######## phy_serial_tx ########
phy_serial_tx, clock routing:
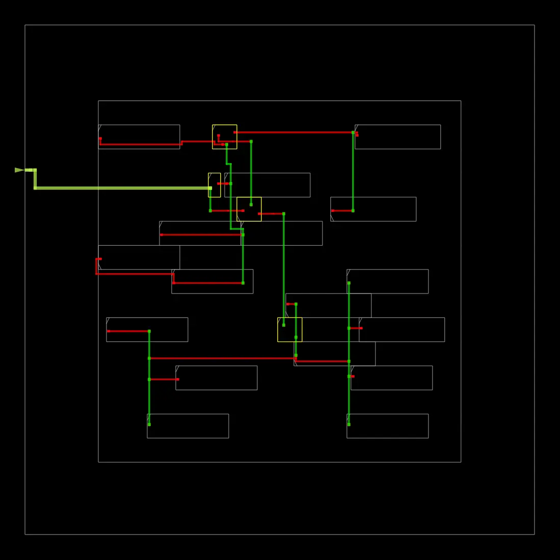

File: config.mk
export PLATFORM = sky130hd
export DESIGN_NAME = phy_serial_tx
export DESIGN_NICKNAME = d
export VERILOG_FILES = /design/src/rtl/phy_pkg.sv /design/src/rtl/phy_serial_tx.sv
export SDC_FILE = /design/constraint.sdc
export NUM_CORES = 1
export LEC_CHECK = 0
export ABC_CLOCK_PERIOD_IN_PS = 1610
export CAP_MARGIN = 20
export CORE_MARGIN = 8
export CORE_UTILIZATION = 40
export DETAILED_ROUTE_END_ITERATION = 12
export GPL_TIMING_DRIVEN = 0
export HOLD_SLACK_MARGIN = 0.02
export MAX_ROUTING_LAYER = met4
export SETUP_SLACK_MARGIN = 0.3
export SYNTH_ARGS = -nofsm -noshare
export SYNTH_HDL_FRONTEND = slang
export SYNTH_SLANG_ARGS = --single-unit
File: constraint.sdc
create_clock -name clk8f -period 1.61 [get_ports clk8f]
set_input_delay 0.322 -clock clk8f [delete_from_list [all_inputs] [get_ports clk8f]]
set_output_delay 0.322 -clock clk8f [all_outputs]
set_load 0.01 [all_outputs]
File: src/rtl/phy_pkg.sv
// phy_pkg - constants and types shared by the serial transmit and receive paths.
// Holds the comma word, the link state type and the default sync length.
package phy_pkg;

  localparam logic [7:0] COMMA = 8'hBC;

  localparam int NUM_SYNC_DEF = 4;

  typedef enum logic {
    SYNC   = 1'b0,
    ACTIVE = 1'b1
  } tx_state_t;

endpackage

File: src/rtl/phy_serial_tx.sv
// phy_serial_tx - MSB-first word serialiser with comma sync preamble.
// Define TX_WORD_CNT_EN to add the 16-bit word_cnt output.
module phy_serial_tx
  import phy_pkg::*;
#(
  parameter int NUM_SYNC = NUM_SYNC_DEF
) (
  input  logic        clk8f,
  input  logic        reset,
  input  logic [7:0]  data_in,
  input  logic        empty,
  output logic        rd_en,
  output logic        data_out,
  output logic        active
`ifdef TX_WORD_CNT_EN
  ,
  output logic [15:0] word_cnt
`endif
);

  localparam logic [3:0] LAST_SYNC = 4'(NUM_SYNC - 1);

  logic [7:0] r_shift;
  logic [2:0] r_bitcnt;
  logic [3:0] r_synccnt;
  tx_state_t  r_state;
  logic       r_active;

  logic       w_boundary;
  logic       w_last_sync;
  logic       w_rd_en;
  logic [7:0] w_next;

  assign w_boundary  = (r_bitcnt == 3'd7);
  assign w_last_sync = (r_synccnt == LAST_SYNC);

  // The final sync boundary may already carry the first data word.
  assign w_rd_en = w_boundary && !empty &&
                   ((r_state == ACTIVE) || w_last_sync);

  assign w_next = w_rd_en ? data_in : COMMA;

  assign rd_en    = w_rd_en;
  assign data_out = r_shift[7];
  assign active   = r_active;

  always_ff @(posedge clk8f or posedge reset) begin
    if (reset) begin
      r_shift   <= COMMA;
      r_bitcnt  <= 3'd0;
      r_synccnt <= 4'd0;
      r_state   <= SYNC;
      r_active  <= 1'b0;
    end else if (w_boundary) begin
      r_bitcnt <= 3'd0;
      r_shift  <= w_next;
      if (r_state == SYNC) begin
        r_synccnt <= r_synccnt + 4'd1;
        if (w_last_sync) begin
          r_state  <= ACTIVE;
          r_active <= 1'b1;
        end
      end
    end else begin
      r_bitcnt <= r_bitcnt + 3'd1;
      r_shift  <= {r_shift[6:0], 1'b0};
    end
  end

`ifdef TX_WORD_CNT_EN
  logic [15:0] r_wcnt;

  always_ff @(posedge clk8f or posedge reset) begin
    if (reset) begin
      r_wcnt <= 16'd0;
    end else if (w_rd_en) begin
      r_wcnt <= r_wcnt + 16'd1;
    end
  end

  assign word_cnt = r_wcnt;
`endif

endmodule
######## mult_unit ########
## config.mk

```make
export PLATFORM = sky130hd
export DESIGN_NAME = mult_unit
export DESIGN_NICKNAME = d
export VERILOG_FILES = /design/src/rtl/mult_unit.sv
export SDC_FILE = /design/constraint.sdc
export NUM_CORES = 1
export LEC_CHECK = 0
export ABC_AREA = 1
export CAP_MARGIN = 10
export CORE_MARGIN = 2
export CORE_UTILIZATION = 40
export DETAILED_ROUTE_END_ITERATION = 10
export SYNTH_ARGS = -nofsm -noshare
export SYNTH_HDL_FRONTEND = slang
export SYNTH_SLANG_ARGS = --single-unit
```

## constraint.sdc

```tcl
create_clock -name clk -period 3.26 [get_ports clk]
set_clock_uncertainty 0.2 [all_clocks]
set_input_delay 0.326 -clock clk [delete_from_list [all_inputs] [get_ports clk]]
set_output_delay 0.326 -clock clk [all_outputs]
set_load 0.05 [all_outputs]
```

## src/rtl/mult_unit.sv

```systemverilog
// Sequential shift-add multiplier for MIPS mult/multu: one add/shift iteration per clock,
// then a sign-fixup cycle that writes the 64-bit HI/LO pair.
module mult_unit #(
    parameter int WIDTH = 32
) (
    input  logic             clk,
    input  logic             reset,
    input  logic             start,
    input  logic             signed_op,
    input  logic [WIDTH-1:0] a,
    input  logic [WIDTH-1:0] b,
    output logic             busy,
    output logic             done,
    output logic [WIDTH-1:0] hi,
    output logic [WIDTH-1:0] lo
);

    localparam int CNT_W = $clog2(WIDTH);

    typedef enum logic [1:0] {
        IDLE = 2'd0,
        RUN  = 2'd1,
        SIGN = 2'd2
    } state_t;

    state_t             r_state;
    state_t             w_next_state;

    logic [WIDTH-1:0]   r_mcand;
    logic [WIDTH:0]     r_prod_hi;
    logic [WIDTH-1:0]   r_prod_lo;
    logic [CNT_W-1:0]   r_cnt;
    logic               r_neg;
    logic               r_busy;
    logic               r_done;
    logic [WIDTH-1:0]   r_hi;
    logic [WIDTH-1:0]   r_lo;

    logic [WIDTH-1:0]   w_a_mag;
    logic [WIDTH-1:0]   w_b_mag;
    logic [WIDTH:0]     w_addend;
    logic [WIDTH:0]     w_sum;
    logic [2*WIDTH:0]   w_shifted;
    logic [2*WIDTH-1:0] w_product;
    logic [2*WIDTH-1:0] w_result;
    logic               w_last_iter;

    // Unary minus of the most negative value wraps to itself, which is the correct unsigned magnitude.
    assign w_a_mag = (signed_op && a[WIDTH-1]) ? -a : a;
    assign w_b_mag = (signed_op && b[WIDTH-1]) ? -b : b;

    // prod_hi[WIDTH] is always 0 entering an iteration, so the adder carry-out lands in bit WIDTH.
    assign w_addend  = r_prod_lo[0] ? {1'b0, r_mcand} : '0;
    assign w_sum     = r_prod_hi + w_addend;
    assign w_shifted = {w_sum, r_prod_lo} >> 1;

    assign w_product   = {r_prod_hi[WIDTH-1:0], r_prod_lo};
    assign w_result    = r_neg ? (~w_product + (2*WIDTH)'(1)) : w_product;
    assign w_last_iter = (r_cnt == CNT_W'(WIDTH - 1));

    always_comb begin
        // NOTE: every combinational output gets a default first so no path leaves it unassigned (no latch).
        w_next_state = r_state;
        case (r_state)
            IDLE:    if (start) w_next_state = RUN;
            RUN:     if (w_last_iter) w_next_state = SIGN;
            SIGN:    w_next_state = IDLE;
            default: w_next_state = IDLE;
        endcase
    end

    always_ff @(posedge clk) begin
        // NOTE: clocked state uses non-blocking assignments so every register samples pre-edge values.
        if (reset) begin
            r_state <= IDLE;
        end else begin
            r_state <= w_next_state;
        end
    end

    always_ff @(posedge clk) begin
        if (reset) begin
            r_mcand   <= '0;
            r_prod_hi <= '0;
            r_prod_lo <= '0;
            r_cnt     <= '0;
            r_neg     <= 1'b0;
            r_busy    <= 1'b0;
            r_done    <= 1'b0;
            r_hi      <= '0;
            r_lo      <= '0;
        end else begin
            case (r_state)
                IDLE: begin
                    r_done <= 1'b0;
                    if (start) begin
                        r_mcand   <= w_a_mag;
                        r_prod_hi <= '0;
                        r_prod_lo <= w_b_mag;
                        r_cnt     <= '0;
                        r_neg     <= signed_op & (a[WIDTH-1] ^ b[WIDTH-1]);
                        r_busy    <= 1'b1;
                    end
                end
                RUN: begin
                    {r_prod_hi, r_prod_lo} <= w_shifted;
                    r_cnt                  <= r_cnt + CNT_W'(1);
                end
                SIGN: begin
                    {r_hi, r_lo} <= w_result;
                    r_busy       <= 1'b0;
                    r_done       <= 1'b1;
                end
                default: begin
                    r_busy <= 1'b0;
                    r_done <= 1'b0;
                end
            endcase
        end
    end

    assign busy = r_busy;
    assign done = r_done;
    assign hi   = r_hi;
    assign lo   = r_lo;

endmodule

```

######## dmem_arbiter ########
==> config.mk <==
export PLATFORM = sky130hd
export DESIGN_NAME = dmem_arbiter
export DESIGN_NICKNAME = d
export VERILOG_FILES = /design/src/rtl/dmem_arbiter.sv
export SDC_FILE = /design/constraint.sdc
export NUM_CORES = 1
export LEC_CHECK = 0
export CELL_PAD_IN_SITES_DETAIL_PLACEMENT = 1
export CELL_PAD_IN_SITES_GLOBAL_PLACEMENT = 2
export CORE_MARGIN = 10
export CORE_UTILIZATION = 10
export CTS_CLUSTER_DIAMETER = 30
export DETAILED_ROUTE_END_ITERATION = 10
export GPL_TIMING_DRIVEN = 0
export PLACE_DENSITY_LB_ADDON = 0.08
export SYNTH_ARGS = -nofsm -noshare
export SYNTH_HDL_FRONTEND = slang
export SYNTH_SLANG_ARGS = --single-unit
==> constraint.sdc <==
create_clock -name sysclk_i -period 0.99 [get_ports sysclk_i]
set_input_delay 0.198 -clock sysclk_i [delete_from_list [all_inputs] [get_ports sysclk_i]]
set_output_delay 0.198 -clock sysclk_i [all_outputs]
set_load 0.02 [all_outputs]
==> src/rtl/dmem_arbiter.sv <==
`default_nettype none
// ============================================================================
//  Module   : dmem_arbiter
//  Purpose  : Shares one single-port synchronous data memory between the CPU
//             load/store path and an external host port. CPU has priority;
//             define DMEM_ARB_AGE_EN to add an aging guard for the ext port.
//  Revision : 1.0  initial release
// ============================================================================
module dmem_arbiter #(
    parameter int ADDR_W   = 14,
    parameter int MAX_WAIT = 4
) (
    input  logic              sysclk_i,
    input  logic              reset_i,
    input  logic              cpu_req_i,
    input  logic              cpu_we_i,
    input  logic [ADDR_W-1:0] cpu_adr_i,
    input  logic [31:0]       cpu_wd_i,
    output logic              cpu_stall_o,
    output logic              cpu_rvalid_o,
    output logic [31:0]       cpu_rd_o,
    input  logic              ext_req_i,
    input  logic              ext_we_i,
    input  logic [ADDR_W-1:0] ext_adr_i,
    input  logic [31:0]       ext_wd_i,
    output logic              ext_gnt_o,
    output logic              ext_rvalid_o,
    output logic [31:0]       ext_rd_o,
    output logic              mem_we_o,
    output logic [ADDR_W-1:0] mem_adr_o,
    output logic [31:0]       mem_wd_o,
    input  logic [31:0]       mem_rd_i
);

    localparam logic [0:0] c_phase_req  = 1'b0;
    localparam logic [0:0] c_phase_data = 1'b1;

    localparam logic [1:0] c_own_none = 2'd0;
    localparam logic [1:0] c_own_cpu  = 2'd1;
    localparam logic [1:0] c_own_ext  = 2'd2;

    logic [0:0] r_cpu_phase;
    logic [0:0] w_cpu_phase_nxt;
    logic [1:0] r_rd_owner;
    logic [1:0] w_rd_owner_nxt;

    logic w_cpu_want;
    logic w_ext_force;
    logic w_gnt_cpu;
    logic w_gnt_ext;

    // A CPU request seen during its DATA cycle belongs to the finished read.
    assign w_cpu_want = cpu_req_i && (r_cpu_phase == c_phase_req);
    assign w_gnt_cpu  = w_cpu_want && !(ext_req_i && w_ext_force);
    assign w_gnt_ext  = ext_req_i && !w_gnt_cpu;

`ifdef DMEM_ARB_AGE_EN
    localparam logic [3:0] c_max_wait = 4'(MAX_WAIT);

    logic [3:0] r_wait_cnt;
    logic [3:0] w_wait_cnt_nxt;

    assign w_ext_force = (r_wait_cnt == c_max_wait);

    always_comb begin
        w_wait_cnt_nxt = r_wait_cnt;
        if (!ext_req_i || w_gnt_ext) begin
            w_wait_cnt_nxt = 4'd0;
        end else if (r_wait_cnt != c_max_wait) begin
            w_wait_cnt_nxt = r_wait_cnt + 4'd1;
        end
    end

    always_ff @(posedge sysclk_i) begin
        if (!reset_i) begin
            r_wait_cnt <= 4'd0;
        end else begin
            r_wait_cnt <= w_wait_cnt_nxt;
        end
    end
`else
    // Strict CPU priority; only a degenerate zero wait limit would favour ext.
    assign w_ext_force = (MAX_WAIT == 0);
`endif

    // State register
    always_ff @(posedge sysclk_i) begin
        if (!reset_i) begin
            r_cpu_phase <= c_phase_req;
            r_rd_owner  <= c_own_none;
        end else begin
            r_cpu_phase <= w_cpu_phase_nxt;
            r_rd_owner  <= w_rd_owner_nxt;
        end
    end

    // Next-state logic
    always_comb begin
        w_cpu_phase_nxt = c_phase_req;
        w_rd_owner_nxt  = c_own_none;
        if (w_gnt_cpu && !cpu_we_i) begin
            w_cpu_phase_nxt = c_phase_data;
            w_rd_owner_nxt  = c_own_cpu;
        end else if (w_gnt_ext && !ext_we_i) begin
            w_rd_owner_nxt  = c_own_ext;
        end
    end

    // Output logic
    always_comb begin
        mem_we_o     = 1'b0;
        mem_adr_o    = '0;
        mem_wd_o     = '0;
        cpu_stall_o  = 1'b0;
        cpu_rvalid_o = 1'b0;
        cpu_rd_o     = '0;
        ext_rvalid_o = 1'b0;
        ext_rd_o     = '0;
        ext_gnt_o    = w_gnt_ext;

        if (w_gnt_cpu) begin
            mem_we_o  = cpu_we_i;
            mem_adr_o = cpu_adr_i;
            mem_wd_o  = cpu_wd_i;
        end else if (w_gnt_ext) begin
            mem_we_o  = ext_we_i;
            mem_adr_o = ext_adr_i;
            mem_wd_o  = ext_wd_i;
        end

        if (w_cpu_want && !(w_gnt_cpu && cpu_we_i)) begin
            cpu_stall_o = 1'b1;
        end

        if (r_rd_owner == c_own_cpu) begin
            cpu_rvalid_o = 1'b1;
            cpu_rd_o     = mem_rd_i;
        end
        if (r_rd_owner == c_own_ext) begin
            ext_rvalid_o = 1'b1;
            ext_rd_o     = mem_rd_i;
        end
    end

endmodule
`default_nettype wire

######## updn_ctr_mod ########
--- src/rtl/updn_ctr_pkg.sv ---
// ============================================================================
// updn_ctr_pkg
// Shared constants for the up/down counter: mode encodings and the default
// terminal value helper.
// Rev 1.0
// ============================================================================
`default_nettype none

package updn_ctr_pkg;

    localparam int CTR_WRAP = 0;
    localparam int CTR_SAT  = 1;

    // All-ones value for a given width; a 33-bit intermediate keeps WIDTH=32 exact.
    function automatic int unsigned default_max_val(input int unsigned width);
        logic [32:0] all_ones;
        all_ones = (33'd1 << width) - 33'd1;
        return all_ones[31:0];
    endfunction

endpackage

`default_nettype wire

--- src/rtl/updn_ctr_next.sv ---
// ============================================================================
// updn_ctr_next
// Combinational next-count and terminal-step calculator for updn_ctr_mod.
// Rev 1.0
// ============================================================================
`default_nettype none

module updn_ctr_next
    import updn_ctr_pkg::*;
#(
    parameter int          WIDTH    = 8,
    parameter int unsigned MAX_VAL  = default_max_val(WIDTH),
    parameter int          SATURATE = CTR_WRAP
) (
    input  logic [WIDTH-1:0] count,
    input  logic             up_dn,
    input  logic             cen,
    output logic [WIDTH-1:0] next_count,
    output logic             term_step
);

    localparam logic [WIDTH-1:0] MAX_C = MAX_VAL[WIDTH-1:0];

    // Landing value for a terminal step: stay put when saturating, else jump to the far end.
    localparam logic [WIDTH-1:0] UP_TERM_NEXT   = (SATURATE == CTR_SAT) ? MAX_C : '0;
    localparam logic [WIDTH-1:0] DOWN_TERM_NEXT = (SATURATE == CTR_SAT) ? '0    : MAX_C;

    always_comb begin
        next_count = count;
        term_step  = 1'b0;
        if (cen) begin
            if (up_dn) begin
                if (count == MAX_C) begin
                    next_count = UP_TERM_NEXT;
                    term_step  = 1'b1;
                end else begin
                    next_count = count + 1'b1;
                end
            end else begin
                if (count == '0) begin
                    next_count = DOWN_TERM_NEXT;
                    term_step  = 1'b1;
                end else begin
                    next_count = count - 1'b1;
                end
            end
        end
    end

endmodule

`default_nettype wire

--- src/rtl/updn_ctr_mod.sv ---
// ============================================================================
// updn_ctr_mod
// Up/down counter with synchronous load, programmable modulus, wrap or
// saturate mode, terminal-count flag, wrap pulse and sticky overflow.
// Rev 1.0
// ============================================================================
`default_nettype none

module updn_ctr_mod
    import updn_ctr_pkg::*;
#(
    parameter int          WIDTH    = 8,
    parameter int unsigned MAX_VAL  = default_max_val(WIDTH),
    parameter int          SATURATE = CTR_WRAP
) (
    input  logic             clk,
    input  logic             reset,
    input  logic             load,
    input  logic [WIDTH-1:0] data,
    input  logic             cen,
    input  logic             up_dn,
    output logic [WIDTH-1:0] count,
    output logic             tercnt,
    output logic             wrap,
    output logic             ovf
);

    localparam logic [32:0]      WIDTH_LIMIT = (33'd1 << WIDTH) - 33'd1;
    localparam logic [WIDTH-1:0] MAX_C       = MAX_VAL[WIDTH-1:0];

    if (WIDTH < 2 || WIDTH > 32) begin : g_bad_width
        $error("updn_ctr_mod: WIDTH must be 2..32");
    end

    if (MAX_VAL < 1 || {1'b0, MAX_VAL} > WIDTH_LIMIT) begin : g_bad_max_val
        $error("updn_ctr_mod: MAX_VAL must be 1..2**WIDTH-1");
    end

    logic [WIDTH-1:0] w_next_count;
    logic             w_term_step;
    logic [WIDTH-1:0] w_load_val;

    updn_ctr_next #(
        .WIDTH    (WIDTH),
        .MAX_VAL  (MAX_VAL),
        .SATURATE (SATURATE)
    ) u_next (
        .count      (count),
        .up_dn      (up_dn),
        .cen        (cen),
        .next_count (w_next_count),
        .term_step  (w_term_step)
    );

    // Clamp keeps a loaded value inside 0..MAX_VAL so the range invariant holds.
    assign w_load_val = (data > MAX_C) ? MAX_C : data;

    always_ff @(posedge clk) begin
        if (!reset) begin
            count <= '0;
            wrap  <= 1'b0;
            ovf   <= 1'b0;
        end else if (load) begin
            count <= w_load_val;
            wrap  <= 1'b0;
            ovf   <= 1'b0;
        end else begin
            count <= w_next_count;
            wrap  <= w_term_step;
            if (w_term_step) begin
                ovf <= 1'b1;
            end
        end
    end

    assign tercnt = up_dn ? (count == MAX_C) : (count == '0);

endmodule

`default_nettype wire

--- config.mk ---
export PLATFORM = sky130hd
export DESIGN_NAME = updn_ctr_mod
export DESIGN_NICKNAME = d
export VERILOG_FILES = /design/src/rtl/updn_ctr_pkg.sv /design/src/rtl/updn_ctr_next.sv /design/src/rtl/updn_ctr_mod.sv
export SDC_FILE = /design/constraint.sdc
export NUM_CORES = 1
export LEC_CHECK = 0
export CAP_MARGIN = 20
export CELL_PAD_IN_SITES_DETAIL_PLACEMENT = 0
export CELL_PAD_IN_SITES_GLOBAL_PLACEMENT = 1
export CORE_MARGIN = 2
export CORE_UTILIZATION = 30
export CTS_BUF_LIST = sky130_fd_sc_hd__clkbuf_4
export CTS_CLUSTER_DIAMETER = 200
export CTS_CLUSTER_SIZE = 12
export DETAILED_ROUTE_END_ITERATION = 16
export MAX_ROUTING_LAYER = met4
export PLACE_DENSITY = 0.8
export SLEW_MARGIN = 40
export SYNTH_ARGS = -nofsm -noshare
export SYNTH_HDL_FRONTEND = slang
export SYNTH_HIERARCHICAL = 1
export SYNTH_SLANG_ARGS = --single-unit
--- constraint.sdc ---
create_clock -name clk -period 2.9 [get_ports clk]
set_input_delay 0.29 -clock clk [delete_from_list [all_inputs] [get_ports clk]]
set_output_delay 0.29 -clock clk [all_outputs]
set_load 0.005 [all_outputs]
######## mfp_ahb_uart_tx ########
===== src/rtl/mfp_ahb_uart_tx.sv =====
// AHB-Lite slave UART transmitter: bus writes fill a TX FIFO that an 8N1 serializer
// drains onto UART_TX, LSB first, line idle high.
module mfp_ahb_uart_tx #(
   parameter int FIFO_DEPTH  = 16,
   parameter int DEFAULT_DIV = 434
) (
   input  logic        HCLK,
   input  logic        SI_Reset,
   input  logic        HSEL,
   input  logic [31:0] HADDR,
   input  logic [1:0]  HTRANS,
   input  logic        HWRITE,
   input  logic [2:0]  HSIZE,
   input  logic [31:0] HWDATA,
   input  logic        HREADY,
   output logic [31:0] HRDATA,
   output logic        HREADYOUT,
   output logic        HRESP,
   output logic        UART_TX,
   output logic        TX_IRQ
);

   localparam int AW = $clog2(FIFO_DEPTH);
   localparam int CW = AW + 1;

   typedef enum logic [1:0] {S_IDLE, S_START, S_DATA, S_STOP} state_t;

   logic          dp_sel_q, dp_write_q;
   logic [1:0]    dp_addr_q;
   logic [7:0]    mem_q [FIFO_DEPTH];
   logic [AW-1:0] wptr_q, rptr_q;
   logic [CW-1:0] count_q;
   logic          ovf_q;
   logic [15:0]   bauddiv_q;
   state_t        state_q, state_d;
   logic [15:0]   baud_q, baud_d, div_q, div_d;
   logic [2:0]    bit_q, bit_d;
   logic [7:0]    shift_q, shift_d;
   logic          tx_q, tx_d, irq_q, irq_d;
   logic          wr_en_s, push_s, push_ok_s, pop_s, full_s, empty_s, baud_end_s;
   logic [31:0]   status_s;
   logic          unused_s;

   assign unused_s  = ^{HSIZE, HADDR[31:4], HADDR[1:0], HTRANS[0], HWDATA[31:16]};
   assign HREADYOUT = 1'b1;
   assign HRESP     = 1'b0;
   assign UART_TX   = tx_q;
   assign TX_IRQ    = irq_q;

   assign wr_en_s    = dp_sel_q & dp_write_q;
   assign push_s     = wr_en_s & (dp_addr_q == 2'd0);
   assign full_s     = (count_q == CW'(FIFO_DEPTH));
   assign empty_s    = (count_q == {CW{1'b0}});
   // A pop in the same cycle frees the slot, so a push into a full FIFO still lands
   assign push_ok_s  = push_s & (~full_s | pop_s);
   assign baud_end_s = (baud_q == (div_q - 16'd1));

   always_ff @(posedge HCLK) begin
      if (SI_Reset) begin
         dp_sel_q   <= 1'b0;
         dp_write_q <= 1'b0;
         dp_addr_q  <= 2'd0;
      end else if (HREADY) begin
         dp_sel_q   <= HSEL & HTRANS[1];
         dp_write_q <= HWRITE;
         dp_addr_q  <= HADDR[3:2];
      end
   end

   always_ff @(posedge HCLK) begin
      if (push_ok_s && !SI_Reset) mem_q[wptr_q] <= HWDATA[7:0];
   end

   always_ff @(posedge HCLK) begin
      if (SI_Reset) begin
         wptr_q    <= {AW{1'b0}};
         rptr_q    <= {AW{1'b0}};
         count_q   <= {CW{1'b0}};
         ovf_q     <= 1'b0;
         bauddiv_q <= 16'(DEFAULT_DIV);
      end else begin
         if (push_ok_s) wptr_q <= wptr_q + 1'b1;
         if (pop_s)     rptr_q <= rptr_q + 1'b1;
         case ({push_ok_s, pop_s})
            2'b10:   count_q <= count_q + 1'b1;
            2'b01:   count_q <= count_q - 1'b1;
            default: count_q <= count_q;
         endcase
         if (push_s && full_s && !pop_s)
            ovf_q <= 1'b1;
         else if (wr_en_s && dp_addr_q == 2'd1 && HWDATA[3])
            ovf_q <= 1'b0;
         if (wr_en_s && dp_addr_q == 2'd2)
            bauddiv_q <= (HWDATA[15:0] < 16'd2) ? 16'd2 : HWDATA[15:0];
      end
   end

   always_ff @(posedge HCLK) begin
      if (SI_Reset) state_q <= S_IDLE;
      else          state_q <= state_d;
   end

   always_comb begin
      state_d = state_q;
      baud_d  = baud_q + 16'd1;
      bit_d   = bit_q;
      shift_d = shift_q;
      div_d   = div_q;
      pop_s   = 1'b0;
      case (state_q)
         S_IDLE: begin
            baud_d = 16'd0;
            bit_d  = 3'd0;
            if (!empty_s) begin
               pop_s   = 1'b1;
               shift_d = mem_q[rptr_q];
               div_d   = bauddiv_q;
               state_d = S_START;
            end
         end
         S_START: begin
            if (baud_end_s) begin
               baud_d  = 16'd0;
               bit_d   = 3'd0;
               state_d = S_DATA;
            end
         end
         S_DATA: begin
            if (baud_end_s) begin
               baud_d  = 16'd0;
               shift_d = {1'b0, shift_q[7:1]};
               bit_d   = bit_q + 3'd1;
               if (bit_q == 3'd7) begin
                  bit_d   = 3'd0;
                  state_d = S_STOP;
               end
            end
         end
         S_STOP: begin
            if (baud_end_s) begin
               baud_d = 16'd0;
               bit_d  = 3'd0;
               // Back-to-back frames: reload straight into START with no idle gap
               if (!empty_s) begin
                  pop_s   = 1'b1;
                  shift_d = mem_q[rptr_q];
                  div_d   = bauddiv_q;
                  state_d = S_START;
               end else begin
                  state_d = S_IDLE;
               end
            end
         end
         default: state_d = S_IDLE;
      endcase
   end

   always_comb begin
      irq_d = empty_s & (state_q == S_IDLE);
      case (state_d)
         S_START: tx_d = 1'b0;
         S_DATA:  tx_d = shift_d[0];
         default: tx_d = 1'b1;
      endcase
   end

   always_ff @(posedge HCLK) begin
      if (SI_Reset) begin
         baud_q  <= 16'd0;
         bit_q   <= 3'd0;
         shift_q <= 8'd0;
         div_q   <= 16'(DEFAULT_DIV);
         tx_q    <= 1'b1;
         irq_q   <= 1'b1;
      end else begin
         baud_q  <= baud_d;
         bit_q   <= bit_d;
         shift_q <= shift_d;
         div_q   <= div_d;
         tx_q    <= tx_d;
         irq_q   <= irq_d;
      end
   end

   always_comb begin
      status_s          = 32'd0;
      status_s[0]       = full_s;
      status_s[1]       = empty_s;
      status_s[2]       = (state_q != S_IDLE);
      status_s[3]       = ovf_q;
      status_s[8 +: CW] = count_q;
   end

   always_comb begin
      HRDATA = 32'd0;
      if (dp_sel_q && !dp_write_q) begin
         case (dp_addr_q)
            2'd1:    HRDATA = status_s;
            2'd2:    HRDATA = {16'd0, bauddiv_q};
            default: HRDATA = 32'd0;
         endcase
      end else begin
         HRDATA = 32'd0;
      end
   end

endmodule

===== config.mk =====
export PLATFORM = sky130hd
export DESIGN_NAME = mfp_ahb_uart_tx
export DESIGN_NICKNAME = d
export VERILOG_FILES = /design/src/rtl/mfp_ahb_uart_tx.sv
export SDC_FILE = /design/constraint.sdc
export NUM_CORES = 1
export LEC_CHECK = 0
export ABC_AREA = 1
export CAP_MARGIN = 20
export CORE_ASPECT_RATIO = 0.9
export CORE_MARGIN = 3
export CORE_UTILIZATION = 60
export DETAILED_ROUTE_END_ITERATION = 10
export PLACE_DENSITY = 0.87
export SLEW_MARGIN = 30
export SYNTH_ARGS = -nofsm -noshare
export SYNTH_HDL_FRONTEND = slang
export SYNTH_SLANG_ARGS = --single-unit
export TNS_END_PERCENT = 100

===== constraint.sdc =====
create_clock -name HCLK -period 4.9 [get_ports HCLK]
set_input_delay 0.735 -clock HCLK [delete_from_list [all_inputs] [get_ports HCLK]]
set_output_delay 0.735 -clock HCLK [all_outputs]
set_load 0.01 [all_outputs]


==> gallery <==
Clock routing.
image #1
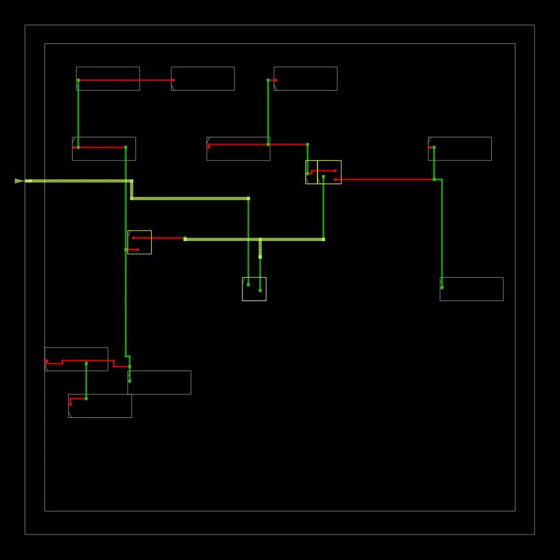
image #2
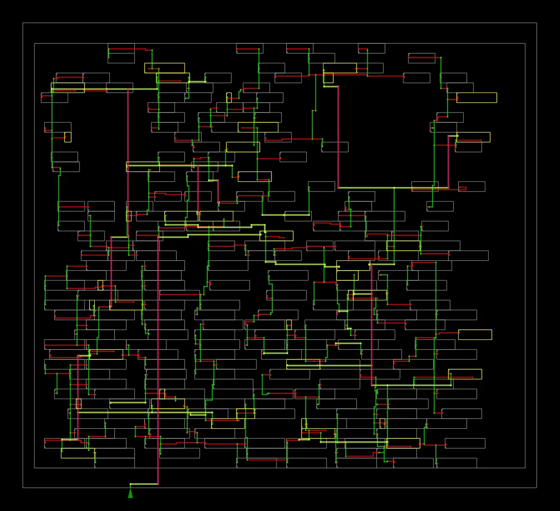
image #3
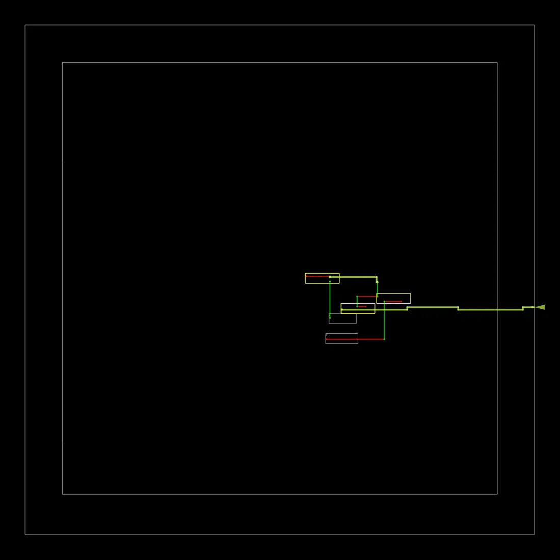
image #4
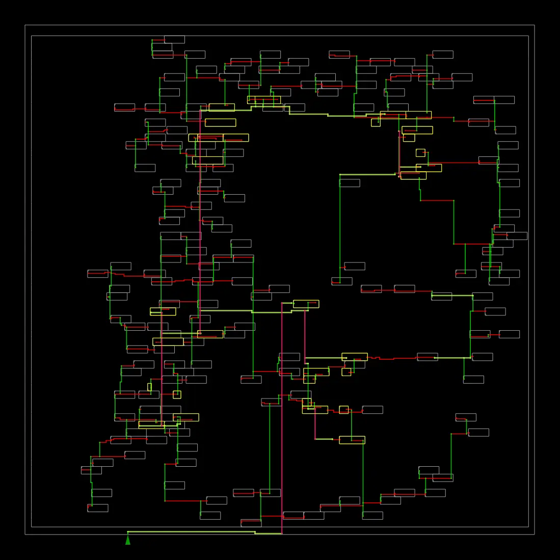
mult_unit -> image #4
mfp_ahb_uart_tx -> image #2
dmem_arbiter -> image #3
updn_ctr_mod -> image #1
The one with the most sequential cells is image #2.
The one with the most clock buffers is image #2.

mult_unit, cell sizes after repair:
Scale: 2 px per um.
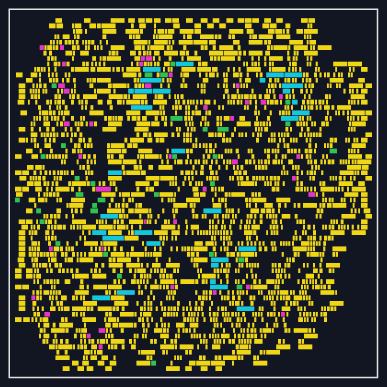
- drive 3 to 4: green (cells 32; share 1.4%)
- drive 1 or less: yellow (cells 2244; share 96%)
- drive 6 and up: cyan (cells 31; share 1.3%)
- drive 2: magenta (cells 39; share 1.7%)

mult_unit, gate families picked out:
Scale: 2 px per um.
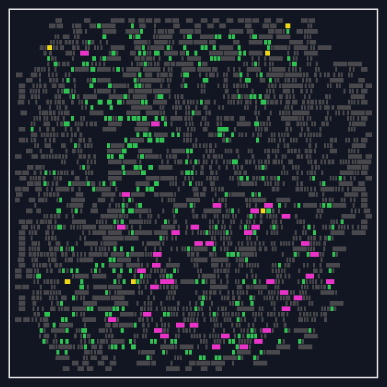
- adder and majority cells: magenta (cells 38; most used ha_1)
- AND-OR and OR-AND gates: yellow (cells 6; most used a21o_1)
- inverting AOI/OAI gates: green (cells 311; most used a21oi_1)

==> results.py, mult_unit <==
# Synthesis and PnR figures
metrics = {
    "power_and_ir_drop": {
        "p_switching_w": 0.00183,
        "ir_drop_mv": 0.336,
    },
    "layout": {
        "largestClassByArea": "multi-input combinational cells",
        "clock_cell_area_share_pct": 4.20,
        "layout_top_cells": "653 x nand2_1, 332 x inv_1, 294 x nor2_1, 213 x nand3_1, 169 x dfxtp_1",
    },
    "die": {
        "rows": 65,
    },
    "drt": {
        "routedWlPerCell_um": 16.1,
    },
    "synth": {
        "synth_nets": 2340,
        "most_common_cell": "nand2_1",
        "ys_cells": 2234,
        "synth-edff-count": 0,
        "topCombFamilyByArea": "simple AND/OR/NAND/NOR gates",
        "yosysWarnings": 0,
    },
    "status": {
        "outcome": "finished, final reports clean",
    },
    "final_timing": {
        "fin_setup_tns_ps": 0,
        "worstMarginPinSlew_ps": 676,
    },
    "global_routing": {
        "grt_pass1_vias": 13100,
    },
    "critical_path": {
        "r2r_setup_slack_ps": 630,
        "r2r_cells": 14,
    },
    "clock_network": {
        "htree_levels": 4,
    },
    "place": {
        "dp_hpwl_um": 34800,
    },
}
==> mult_unit: sequential cells by signal, summed over array words and instances (netlist names) <==
signal and flops:
busy 1, done 1, hi 32, lo 32, r_cnt 5, r_mcand 32, r_neg 1, r_prod_hi 32
r_prod_lo 32, r_state 2
==> mult_unit: worst max-delay path, delay by kind of cell, from the launching register on <==
family	cells	cell delay (ps)
AND/OR/NAND/NOR	8	920
AND-OR/OR-AND	1	140
buffers and inverters	3	250
adder cells (fa/ha/maj)	2	520
flip-flops	1	530
==> mult_unit: routing by layer <==
layer / GRT usage, % / vias up / share of wire, %
met5: 0 / - / 0
met1: 38.3 / 6403 / 49
li1: - / 7288 / -
met4: 8.70 / 0 / 2.9
met2: 40.6 / 454 / 42
met3: 3.16 / 70 / 5.9
==> mult_unit: power by group through the flow <==
| stage | logic (W) | clock network [W] | registers (W) |
|---|---|---|---|
| floorplan | 0.000772 | 0 | 0.00226 |
| global placement | 0.00111 | 0 | 0.00231 |
| detailed placement | 0.00112 | 0 | 0.00231 |
| CTS | 0.00113 | 0.00231 | 0.00226 |
| global route | 0.00127 | 0.00238 | 0.00228 |
| finish | 0.00114 | 0.00227 | 0.00227 |
dmem_arbiter, cell sizes after repair:
Scale: 3 px per um.
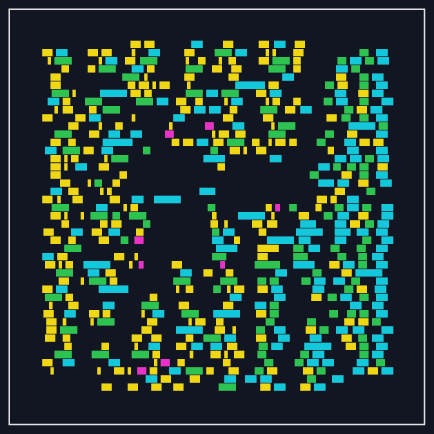
- drive 2: magenta (cells 8; share 1.6%)
- drive 6 and up: cyan (cells 146; share 29%)
- drive 1 or less: yellow (cells 236; share 47%)
- drive 3 to 4: green (cells 116; share 23%)
final instance area: 5400 sq um
Setup WS post-layout: -538 ps
Area Overhead vs Synth: 288%
Non-clk bufs: 288

==> results.py, dmem_arbiter <==
# Synthesis and PnR figures
metrics = {
    "place": {
        "io_buffers": 243,
        "dp_hpwl_um": 10400,
        "dp_cells": 664,
        "gp_congestion": 0.752,
    },
    "status": {
        "outcome": "finished with violations",
        "violations": "setup timing",
    },
    "synth": {
        "top_cells_by_count": "65 x and2_1, 47 x nand2_1, 47 x nand3b_1",
        "postSynthSeqShare_pct": 2.88,
        "synth_cells": 241,
        "yosys_area_sq_um": 1390,
        "largest_area_cell": "and2_1",
        "topCellsByArea": "and2_1 29%, nand3b_1 25%, nand2_1 13%",
        "flop_cell": "dfxtp_1",
        "synth_nets": 371,
    },
    "critical_path": {
        "reg2reg_from": "r_cpu_phase$_SDFF_PN0_",
        "cp-end-kind": "primary output",
        "critical_path_buf_inv_count": 3,
        "worstPathRequired_ps": 790,
        "startpoint": "r_cpu_phase$_SDFF_PN0_",
    },
    "final_timing": {
        "period_minus_slack_ps": 1530,
        "rsz0062_at_grt": "true",
        "relSlewSlack_pct": 67.6,
        "period_used_pct": 154,
        "holdWs_ps": 410,
        "setup_violations": 115,
        "fin_setup_tns_ps": -54060,
        "setup_ws_ps": -538,
        "worstMarginPinSlew_ps": 487,
    },
    "layout": {
        "buf_share_pct": 59.2,
        "final_common_cell": "clkdlybuf4s50_1",
        "inverters": 0,
        "nClkBuffers": 3,
        "diodes": 0,
        "seq_share_pct": 0.811,
        "mi_logic_area_sq_um": 1860,
    },
    "clock_network": {
        "cts_max_path_buffers": 2,
        "root_buffer": "clkbuf_16",
        "hold_buffers": 0,
        "htree_levels": 1,
    },
    "power_and_ir_drop": {
        "p_leak_nw": 2.26,
    },
    "drt": {
        "drc": 0,
        "drt_iter0_drc": 45,
        "viasPerCell": 3.96,
    },
    "die": {
        "coreArea_sq_um": 13800,
        "fp_util_pct": 10.1,
    },
}
## dmem_arbiter: per-layer routing
layer / vias up / track usage (%) / routed length, um
met5: - / 0 / 12
met4: 2 / 0.348 / 0
met3: 2 / 5.62 / 1580
met2: 143 / 21.6 / 6530
met1: 1241 / 12.3 / 4710
li1: 1331 / - / -
## dmem_arbiter: power breakdown
part           switching (W)  internal [W]
Sequential        0.00000566     0.0000828
Clock              0.0000952      0.000514
Combinational        0.00101       0.00136
## dmem_arbiter: state kept, by name, summed over array words and instances (netlist names)
register and count:
r_rd_owner 1, r_cpu_phase 1
## dmem_arbiter: logic make-up (layout without fill, tap and decap cells)
logic type | count (synthesis) | in the layout | share of synthesized area (%)
simple gates | 166 | 166 | 70.9
compound gates | 47 | 47 | 16.9
buf+inv | 26 | 291 | 9.35
flops | 2 | 2 | 2.88
## dmem_arbiter: timing repair
item                                    CTS  global route
endpoints found under the setup margin  115           115
setup buffers                             5             5
pin swaps                                 5            14
gates cloned                              4             6
gates resized                           703            78
## dmem_arbiter: worst register-to-register path, cell delays in order (launching register included)
cell	delay (ps)
dfxtp_4	370
nand2b_1	190
and4b_1	190
mfp_ahb_uart_tx, sequential cells colored by netlist name:
Scale: 2 px per um. Other sequential cells in the stronger gray, the rest of the logic in the fainter gray.
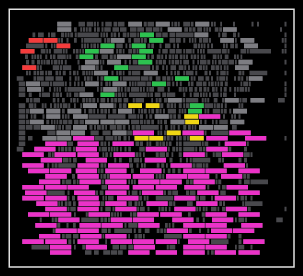
- count_q: red (placed flops 5; where north-west)
- mem_q: magenta (placed flops 128)
- shift_q: yellow (placed flops 8; where center)
- div_q: green (placed flops 16; where north)
- not colored: 56

==> results.py, mfp_ahb_uart_tx <==
# Synthesis and PnR figures
metrics = {
    "status": {
        "outcome": "finished, final reports clean",
    },
    "layout": {
        "comb_area_share_pct": 34.0,
        "postLayoutCoreUtil_pct": 70.6,
        "diodes": 0,
        "fin_area_sq_um": 11200,
        "area_growth_pct": 12.5,
        "largestClassByArea": "flip-flops and latches",
        "final_cell_count_no_fill": 1340,
        "drive_above_1_share_pct": 7.47,
    },
    "clock_network": {
        "cts_buffers": 22,
        "cts_tree": "built",
        "root_buffer": "clkbuf_16",
        "htree_levels": 1,
        "cts_resized": 0,
    },
    "power_and_ir_drop": {
        "power_frac_comb_pct": 26.6,
    },
    "synth": {
        "top_cells_by_count": "210 x nand2_1, 144 x nor2_1, 128 x edfxtp_1",
        "topCellsByArea": "edfxtp_1 39%, dfxtp_1 17%, nand2_1 7.9%",
        "syn_avg_cell_area_sq_um": 9.11,
    },
    "critical_path": {
        "worstPathRequired_ps": 5030,
        "crit_path_start_kind": "register",
        "max_stage_delay_ps": 730,
    },
    "die": {
        "fp_util_pct": 62.8,
    },
    "final_timing": {
        "finClkSkew_ps": 9.46,
        "period_used_pct": 72.7,
        "max_freq_ghz": 0.281,
    },
    "global_routing": {
        "grt_pass1_vias": 7460,
        "track_usage_pct": 26.3,
        "antenna_found_initial": 0,
    },
    "flow_run": {
        "warning_count": 86,
    },
    "drt": {
        "viasPerCell": 5.98,
        "ant_nets": 0,
    },
}
mfp_ahb_uart_tx: per-layer routing:
layer / track usage, % / wire (um)
met1: 38.4 / 10000
met2: 41.7 / 11100
met3: 3.58 / 2460
met4: 6.94 / 565
met5: 0 / 0
mfp_ahb_uart_tx: power groups by stage:
stage                     Clock (W)  Combinational (W)  Sequential (W)
final                       0.00172            0.00140         0.00213
after global routing        0.00180            0.00155         0.00214
after CTS                   0.00173            0.00137         0.00213
after detailed placement          0            0.00134         0.00216
after global placement            0            0.00129         0.00216
after floorplan                   0            0.00103         0.00212
mfp_ahb_uart_tx: worst paths after layout:
check / to / startpoint / depth (start not counted) / slack (ps)
worst max-delay path: mem_q[2][6]$_DFFE_PP_ / div_q[1]$_SDFFE_PP1P_ / 14 / 1340
worst min-delay path: shift_q[2]$_SDFFE_PP0P_ / shift_q[2]$_SDFFE_PP0P_ / 2 / 470
worst max register to register: mem_q[2][6]$_DFFE_PP_ / div_q[1]$_SDFFE_PP1P_ / 14 / 1340
worst min register to register: shift_q[2]$_SDFFE_PP0P_ / shift_q[2]$_SDFFE_PP0P_ / 2 / 470
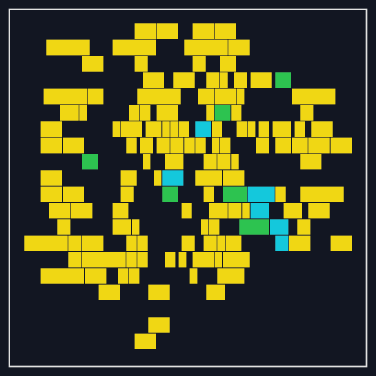
updn_ctr_mod: cell sizes after repair
Scale: 6 px per um.
- drive 1 or less: yellow (cells 125; share 91%)
- drive 2: cyan (cells 6; share 4.4%)
- drive 3 to 4: green (cells 6; share 4.4%)

==> results.py, updn_ctr_mod <==
# Synthesis and PnR figures
metrics = {
    "status": {
        "outcome": "finished, final reports clean",
    },
    "layout": {
        "final_cell_count_no_fill": 170,
        "area_growth_pct": 27.8,
        "fillers": 317,
    },
    "global_routing": {
        "track_usage_pct": 16.5,
    },
    "synth": {
        "top_cells_by_count": "10 x dfxtp_1, 10 x mux2i_1, 8 x nand3_1, 8 x nor2b_1, 7 x nand2_1",
        "topCellsByArea": "dfxtp_1 22%, mux2i_1 11%, nor2b_1 5.5%",
        "ys_sh_xor_pct": 0.955,
        "ys_cells": 115,
        "synth.distinct_cells": 43,
    },
    "place": {
        "gp_congestion": 0.862,
        "place_area_sq_um": 1150,
    },
    "power_and_ir_drop": {
        "p_switching_w": 0.000152,
        "ir_drop_mv": 0.172,
        "seq_power_share_pct": 40.3,
        "power.group.top": "registers",
    },
    "final_timing": {
        "finalMaxSlewViolations": 0,
        "timing.final.hold_violations": 0,
        "finClkSkew_ps": 3.57,
        "holdWs_ps": 515,
    },
    "clock_network": {
        "postCtsSetupRepairBufs": 0,
        "clk-insertion-delay-late_ps": 270,
        "cts_buffers": 3,
        "root_buffer": "clkbuf_4",
    },
    "drt": {
        "drtPass1Iterations": 4,
        "drc": 0,
        "topRoutingLayerUsed": "met3",
    },
    "die": {
        "die_width_um": 59.3,
        "coreArea_sq_um": 2980,
        "fp_util_pct": 30.8,
    },
    "critical_path": {
        "cp-end-kind": "primary output",
    },
}
==> updn_ctr_mod: worst max-delay path, cell delays in order, from the launching register on <==
cell and delay, ps:
dfxtp_1 600, nand3_1 180, o31ai_1 210, clkdlybuf4s50_1 540
==> updn_ctr_mod: cell usage in the layout (no fill, tap or decap), types with 2 or more instances in the layout <==
| cell type | count |
|---|---|
| o211ai_1 | 2 |
| ha_1 | 3 |
| clkbuf_4 | 3 |
| nor2_1 | 6 |
| nand2_1 | 7 |
| a31oi_1 | 2 |
| o21ai_0 | 4 |
| a21oi_1 | 4 |
| and3_1 | 3 |
| o22ai_1 | 2 |
| nor3b_1 | 3 |
| o31ai_1 | 2 |
| nor2b_1 | 8 |
| dfxtp_1 | 10 |
| inv_1 | 5 |
| mux2i_1 | 10 |
| o311ai_0 | 2 |
| nand3_1 | 8 |
| o21ai_1 | 2 |
| clkdlybuf4s50_1 | 23 |
| nand4_1 | 2 |
| nor3_1 | 5 |
==> updn_ctr_mod: area by class of cell <==
type	instances	area share, %
inverter	5	1.60
clock inverter	1	0.320
tap	33	3.52
sequential	10	17.1
multi-input combinational	94	55.3
timing repair buffer	24	20.3
clock buffer	3	1.92
phy_serial_tx, gate families picked out:
Scale: 6 px per um.
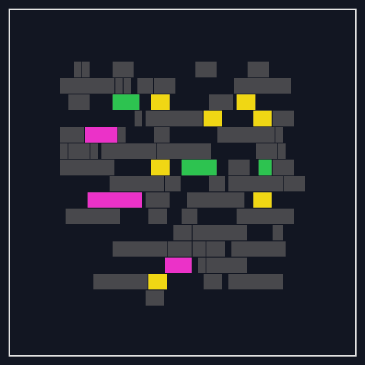
- adder and majority cells: magenta (cells 3)
- inverting AOI/OAI gates: green (cells 3)
- AND-OR and OR-AND gates: yellow (cells 7; most used o22a_1)
post-route insts no fill: 86
fraction of area in multi-input gates: 26.5%
most used logic cell in the final layout: dfrtp_1

About 'clock routing' of phy_serial_tx:
clock skew: 8.99 ps
clock network power: 0.000220 W
Clock Latency Late Sink: 280 ps

==> results.py, phy_serial_tx <==
# Synthesis and PnR figures
metrics = {
    "critical_path": {
        "worstPathCellList": "ha_2 -> ha_4 -> buf_6 -> and2b_4 -> o21ai_4 -> inv_2 -> buf_6",
        "worstPathRequired_ps": 1290,
        "cp.arrival_ps": 1520,
        "crit_top_cell": "buf_6",
    },
    "status": {
        "violations": "setup timing",
        "outcome": "finished with violations",
    },
    "final_timing": {
        "worstMarginPinSlew_ps": 635,
        "setup_violations": 1,
        "setup_ws_ps": -228,
    },
    "clock_network": {
        "clock-sinks": 17,
    },
    "synth": {
        "topCellsByArea": "dfrtp_1 44%, dfstp_2 19%, o22a_1 6.4%",
        "top_cell_area_share_pct": 43.6,
    },
    "power_and_ir_drop": {
        "power_density_nw_per_um2": 778,
    },
    "global_routing": {
        "busiest_layer": "met2",
        "grt_use_met3_pct": 3.59,
    },
    "place": {
        "gp_congestion": 0.668,
    },
    "drt": {
        "ant_nets": 0,
    },
}
-- phy_serial_tx: flip-flops by register name, summed over array words and instances, names as in the netlist --
register,flops
r_shift,8
active,1
r_state,1
r_bitcnt,3
r_synccnt,4
-- phy_serial_tx: what timing repair did --
item                                    CTS  global route
hold buffers                              0             0
buffers inserted                          3             0
gates cloned                              0             0
endpoints found under the hold margin     0             0
pin swaps                                 1             1
endpoints found under the setup margin   13            13
resized                                  12             0
-- phy_serial_tx: logic make-up (layout without fill, tap and decap cells) --
group | Yosys count | after routing | share of synthesized area (%)
mux | 1 | 1 | 1.63
flops | 17 | 17 | 62.6
simple gates | 7 | 7 | 7.99
fa+ha+maj | 3 | 3 | 5.45
buf+inv | 8 | 28 | 5.45
xor+xnor | 3 | 3 | 3.81
compound gates | 10 | 10 | 13.1
-- phy_serial_tx: per-stage QoR --
step                      util, %  hold slack (ps)  setup TNS, ps  total power, W
after floorplan                 -              244              0        0.000467
after global placement       51.2              424           -378        0.000496
after detailed placement     51.2              420           -366        0.000498
after CTS                    54.5              417           -255        0.000723
after global routing         54.5              464           -283        0.000740
final                        54.5              406           -228        0.000708

######## fetch_unit ########
fetch_unit, nets reached from selected ports:
Scale: 4 px per um.
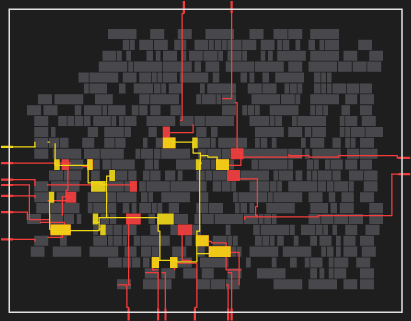
fetch_unit, sequential cells colored by netlist name:
Scale: 3 px per um. Other sequential cells in the stronger gray, the rest of the logic in the fainter gray.
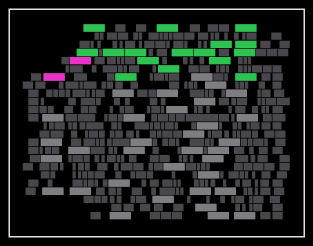
[src/rtl/fetch_unit.sv]
// rtl/fetch_unit.sv - instruction fetch stage: program counter, single-outstanding memory read, instruction register
// Moore FSM IDLE/FETCH/WAIT/HOLD; redirects replace fetch_pc and squash the stale response.
module fetch_unit #(
  parameter int                ADDR_W   = 16,
  parameter logic [ADDR_W-1:0] RESET_PC = 16'h0000
) (
  input  logic              clk,
  input  logic              reset,
  output logic              mem_read,
  output logic [ADDR_W-1:0] mem_addr,
  input  logic [15:0]       mem_rdata,
  input  logic              mem_rvalid,
  output logic [15:0]       instruction,
  output logic              instr_valid,
  input  logic              instr_ready,
  output logic [ADDR_W-1:0] instr_pc,
  output logic [ADDR_W-1:0] pc_plus1,
  input  logic              redirect,
  input  logic [ADDR_W-1:0] redirect_target
);

  typedef enum logic [1:0] {
    IDLE  = 2'd0,
    FETCH = 2'd1,
    WAIT  = 2'd2,
    HOLD  = 2'd3
  } state_t;

  state_t            state_q, state_d;
  logic [ADDR_W-1:0] fetch_pc_q, fetch_pc_d;
  logic [ADDR_W-1:0] instr_pc_q, instr_pc_d;
  logic [15:0]       instr_q, instr_d;
  logic              drop_q, drop_d;

  always_ff @(posedge clk) begin
    if (!reset) begin
      state_q    <= IDLE;
      fetch_pc_q <= RESET_PC;
      instr_pc_q <= RESET_PC;
      instr_q    <= 16'h0000;
      drop_q     <= 1'b0;
    end else begin
      state_q    <= state_d;
      fetch_pc_q <= fetch_pc_d;
      instr_pc_q <= instr_pc_d;
      instr_q    <= instr_d;
      drop_q     <= drop_d;
    end
  end

  always_comb begin
    state_d    = state_q;
    fetch_pc_d = fetch_pc_q;
    instr_pc_d = instr_pc_q;
    instr_d    = instr_q;
    drop_d     = drop_q;
    case (state_q)
      IDLE: begin
        state_d = FETCH;
      end
      FETCH: begin
        // The request already went out; its response must be squashed.
        state_d = WAIT;
        if (redirect) begin
          fetch_pc_d = redirect_target;
          drop_d     = 1'b1;
        end
      end
      WAIT: begin
        if (mem_rvalid) begin
          if (drop_q || redirect) begin
            drop_d  = 1'b0;
            state_d = FETCH;
            if (redirect) begin
              fetch_pc_d = redirect_target;
            end
          end else begin
            instr_d    = mem_rdata;
            instr_pc_d = fetch_pc_q;
            fetch_pc_d = fetch_pc_q + ADDR_W'(1);
            state_d    = HOLD;
          end
        end else if (redirect) begin
          fetch_pc_d = redirect_target;
          drop_d     = 1'b1;
        end
      end
      HOLD: begin
        // fetch_pc was advanced at capture, so a plain accept just refetches.
        if (redirect) begin
          fetch_pc_d = redirect_target;
          state_d    = FETCH;
        end else if (instr_ready) begin
          state_d = FETCH;
        end
      end
      default: begin
        state_d = IDLE;
      end
    endcase
  end

  assign mem_read    = (state_q == FETCH);
  assign instr_valid = (state_q == HOLD);
  assign mem_addr    = fetch_pc_q;
  assign instruction = instr_q;
  assign instr_pc    = instr_pc_q;
  assign pc_plus1    = instr_pc_q + ADDR_W'(1);

endmodule

[config.mk]
export PLATFORM = sky130hd
export DESIGN_NAME = fetch_unit
export DESIGN_NICKNAME = d
export VERILOG_FILES = /design/src/rtl/fetch_unit.sv
export SDC_FILE = /design/constraint.sdc
export NUM_CORES = 1
export LEC_CHECK = 0
export CAP_MARGIN = 30
export CORE_ASPECT_RATIO = 0.75
export CORE_MARGIN = 4
export CORE_UTILIZATION = 44
export DETAILED_ROUTE_END_ITERATION = 8
export GPL_TIMING_DRIVEN = 1
export PLACE_DENSITY = 0.8
export SETUP_SLACK_MARGIN = 0.4
export SLEW_MARGIN = 20
export SYNTH_ARGS = -nofsm -noshare
export SYNTH_HDL_FRONTEND = slang
export SYNTH_SLANG_ARGS = --single-unit
[constraint.sdc]
create_clock -name clk -period 3.58 [get_ports clk]
set_input_delay 0.716 -clock clk [delete_from_list [all_inputs] [get_ports clk]]
set_output_delay 0.716 -clock clk [all_outputs]
set_load 0.05 [all_outputs]
==> results.py <==
# Synthesis and PnR figures
metrics = {
    "status": {
        "outcome": "finished, final reports clean",
    },
    "power_and_ir_drop": {
        "seq_power_share_pct": 47.2,
        "p_leak_nw": 1.37,
        "pg_seq_w": 0.000631,
        "power_clock_w": 0.000418,
        "finalPower_w": 0.00134,
    },
    "worst_hold_path": {
        "hold_class": "reg -> reg",
        "hold_start": "instruction[5]$_SDFFE_PN0P_",
    },
    "layout": {
        "layout.nets": 481,
        "nClkBuffers": 5,
        "final_cell_count_no_fill": 516,
        "comb_cells": 259,
        "fin_area_sq_um": 3860,
        "signal_buffers": 109,
        "buf_share_pct": 27.8,
        "comb_area_share_pct": 39.1,
        "clock_cell_area_share_pct": 3.01,
    },
    "final_timing": {
        "max_freq_ghz": 0.327,
        "fin_setup_tns_ps": 0,
        "holdWs_ps": 458,
        "finClkSkew_ps": 10.4,
        "period_minus_slack_ps": 3060,
    },
    "clock_network": {
        "cts_max_path_buffers": 2,
        "cts_tree": "built",
        "root_buffer": "clkbuf_8",
        "clk_pin_slew_ps": 100,
    },
    "critical_path": {
        "critPathTopFamily": "simple AND/OR/NAND/NOR gates",
        "max_stage_delay_ps": 540,
        "cp_slowest_cell": "dlygate4sd2_1",
        "crit_path_start_kind": "register",
        "cp-end-kind": "primary output",
    },
    "synth": {
        "ys_sh_mux_pct": 3.05,
        "ys_sh_adder_pct": 3.29,
        "largest_area_cell": "dfxtp_1",
        "ys_cells": 341,
        "syn_avg_cell_area_sq_um": 7.81,
        "aoi_share_pct": 19.5,
        "ys_sh_xor_pct": 5.26,
    },
    "die": {
        "num_io_pins": 103,
        "fp.dieH_um": 75.4,
    },
    "place": {
        "io_buffers": 102,
        "dp_hpwl_um": 5830,
    },
    "flow_run": {
        "warning_count": 30,
    },
}
## Picture notes: 'nets reached from selected ports' of fetch_unit
- reset: yellow (bits 1; direction input; edge west; end cells 18; buffers 2; wire 154 um)
- redirect_target: red (bits 16; direction input; edge 6 west, 6 south, 2 north, 2 east; end cells 17; buffers 16; wire 436 um)

## Picture notes: 'sequential cells colored by netlist name' of fetch_unit
- state_q: magenta (placed flops 2)
- instruction: green (placed flops 16)
Seq/total area: 26.4%
Core Util, Final: 66.3%

==> how the worst max path moves through the flow <==
stage | end | cells after the start
after global placement | pc_plus1[14] | 6
after floorplan | pc_plus1[12] | 5
after global routing | pc_plus1[14] | 6
after detailed placement | pc_plus1[14] | 6
after CTS | pc_plus1[11] | 5
final | pc_plus1[14] | 6
==> state kept, by name, summed over array words and instances, names as in the netlist <==
register     count
instruction     16
mem_addr        16
drop_q           1
state_q          2
instr_pc        16
==> metal layers <==
layer	global-route usage, %	vias to the layer above
li1	-	1389
met2	32.0	121
met3	4.21	8
met1	29.8	1277
met5	0	-
met4	4.30	0
==> placed cells by master (no fill, tap or decap), types with 2 or more instances in the layout <==
cell type,count
clkdlybuf4s50_1,96
nand2_1,83
dfxtp_1,51
a21oi_1,45
nor2_1,15
nand3_1,12
inv_1,11
xnor2_1,10
nand4_1,7
mux2i_1,7
o21ai_0,7
ha_1,7
buf_4,7
nor3_1,6
xor2_1,6
o22ai_1,6
a211oi_1,5
nor4_1,5
clkbuf_8,5
nand2b_1,3
and4_1,3
o221ai_1,3
dlygate4sd2_1,3
and3_1,2
or3_1,2
a2bb2oi_1,2
a31oi_1,2
dlymetal6s2s_1,2


==> notes/layouts.md <==
Pictures saved along the way, in no particular order.

Gate families picked out.
panel A
Scale: 4 px per um.
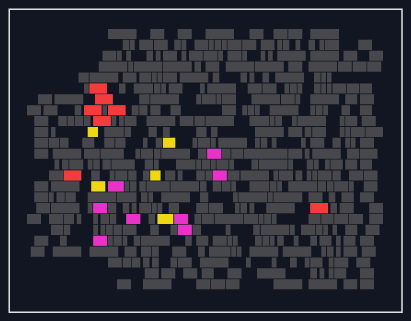
panel B
Scale: 3 px per um.
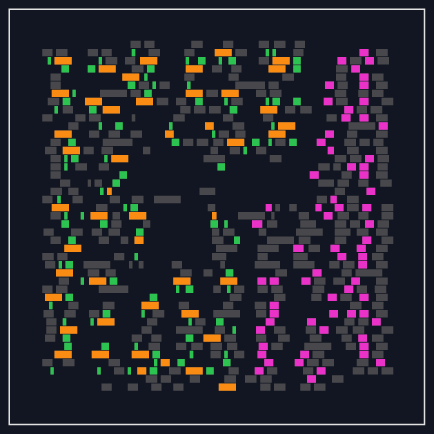
panel C
Scale: 6 px per um.
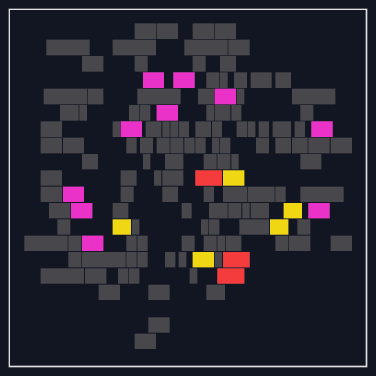
panel D
Scale: 3 px per um.
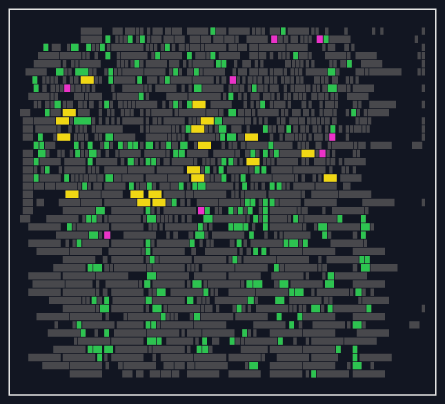
- panel B = dmem_arbiter
- panel C = updn_ctr_mod
- panel A = fetch_unit
- panel D = mfp_ahb_uart_tx

Key to panel D:
- AND and OR gates: magenta (cells 8; most used or2_2)
- adder and majority cells: yellow (cells 19; most used ha_1)
- inverting AOI/OAI gates: green (cells 207; most used o21ai_0)

No activity file was given, so power comes from the tool's default toggle rates.
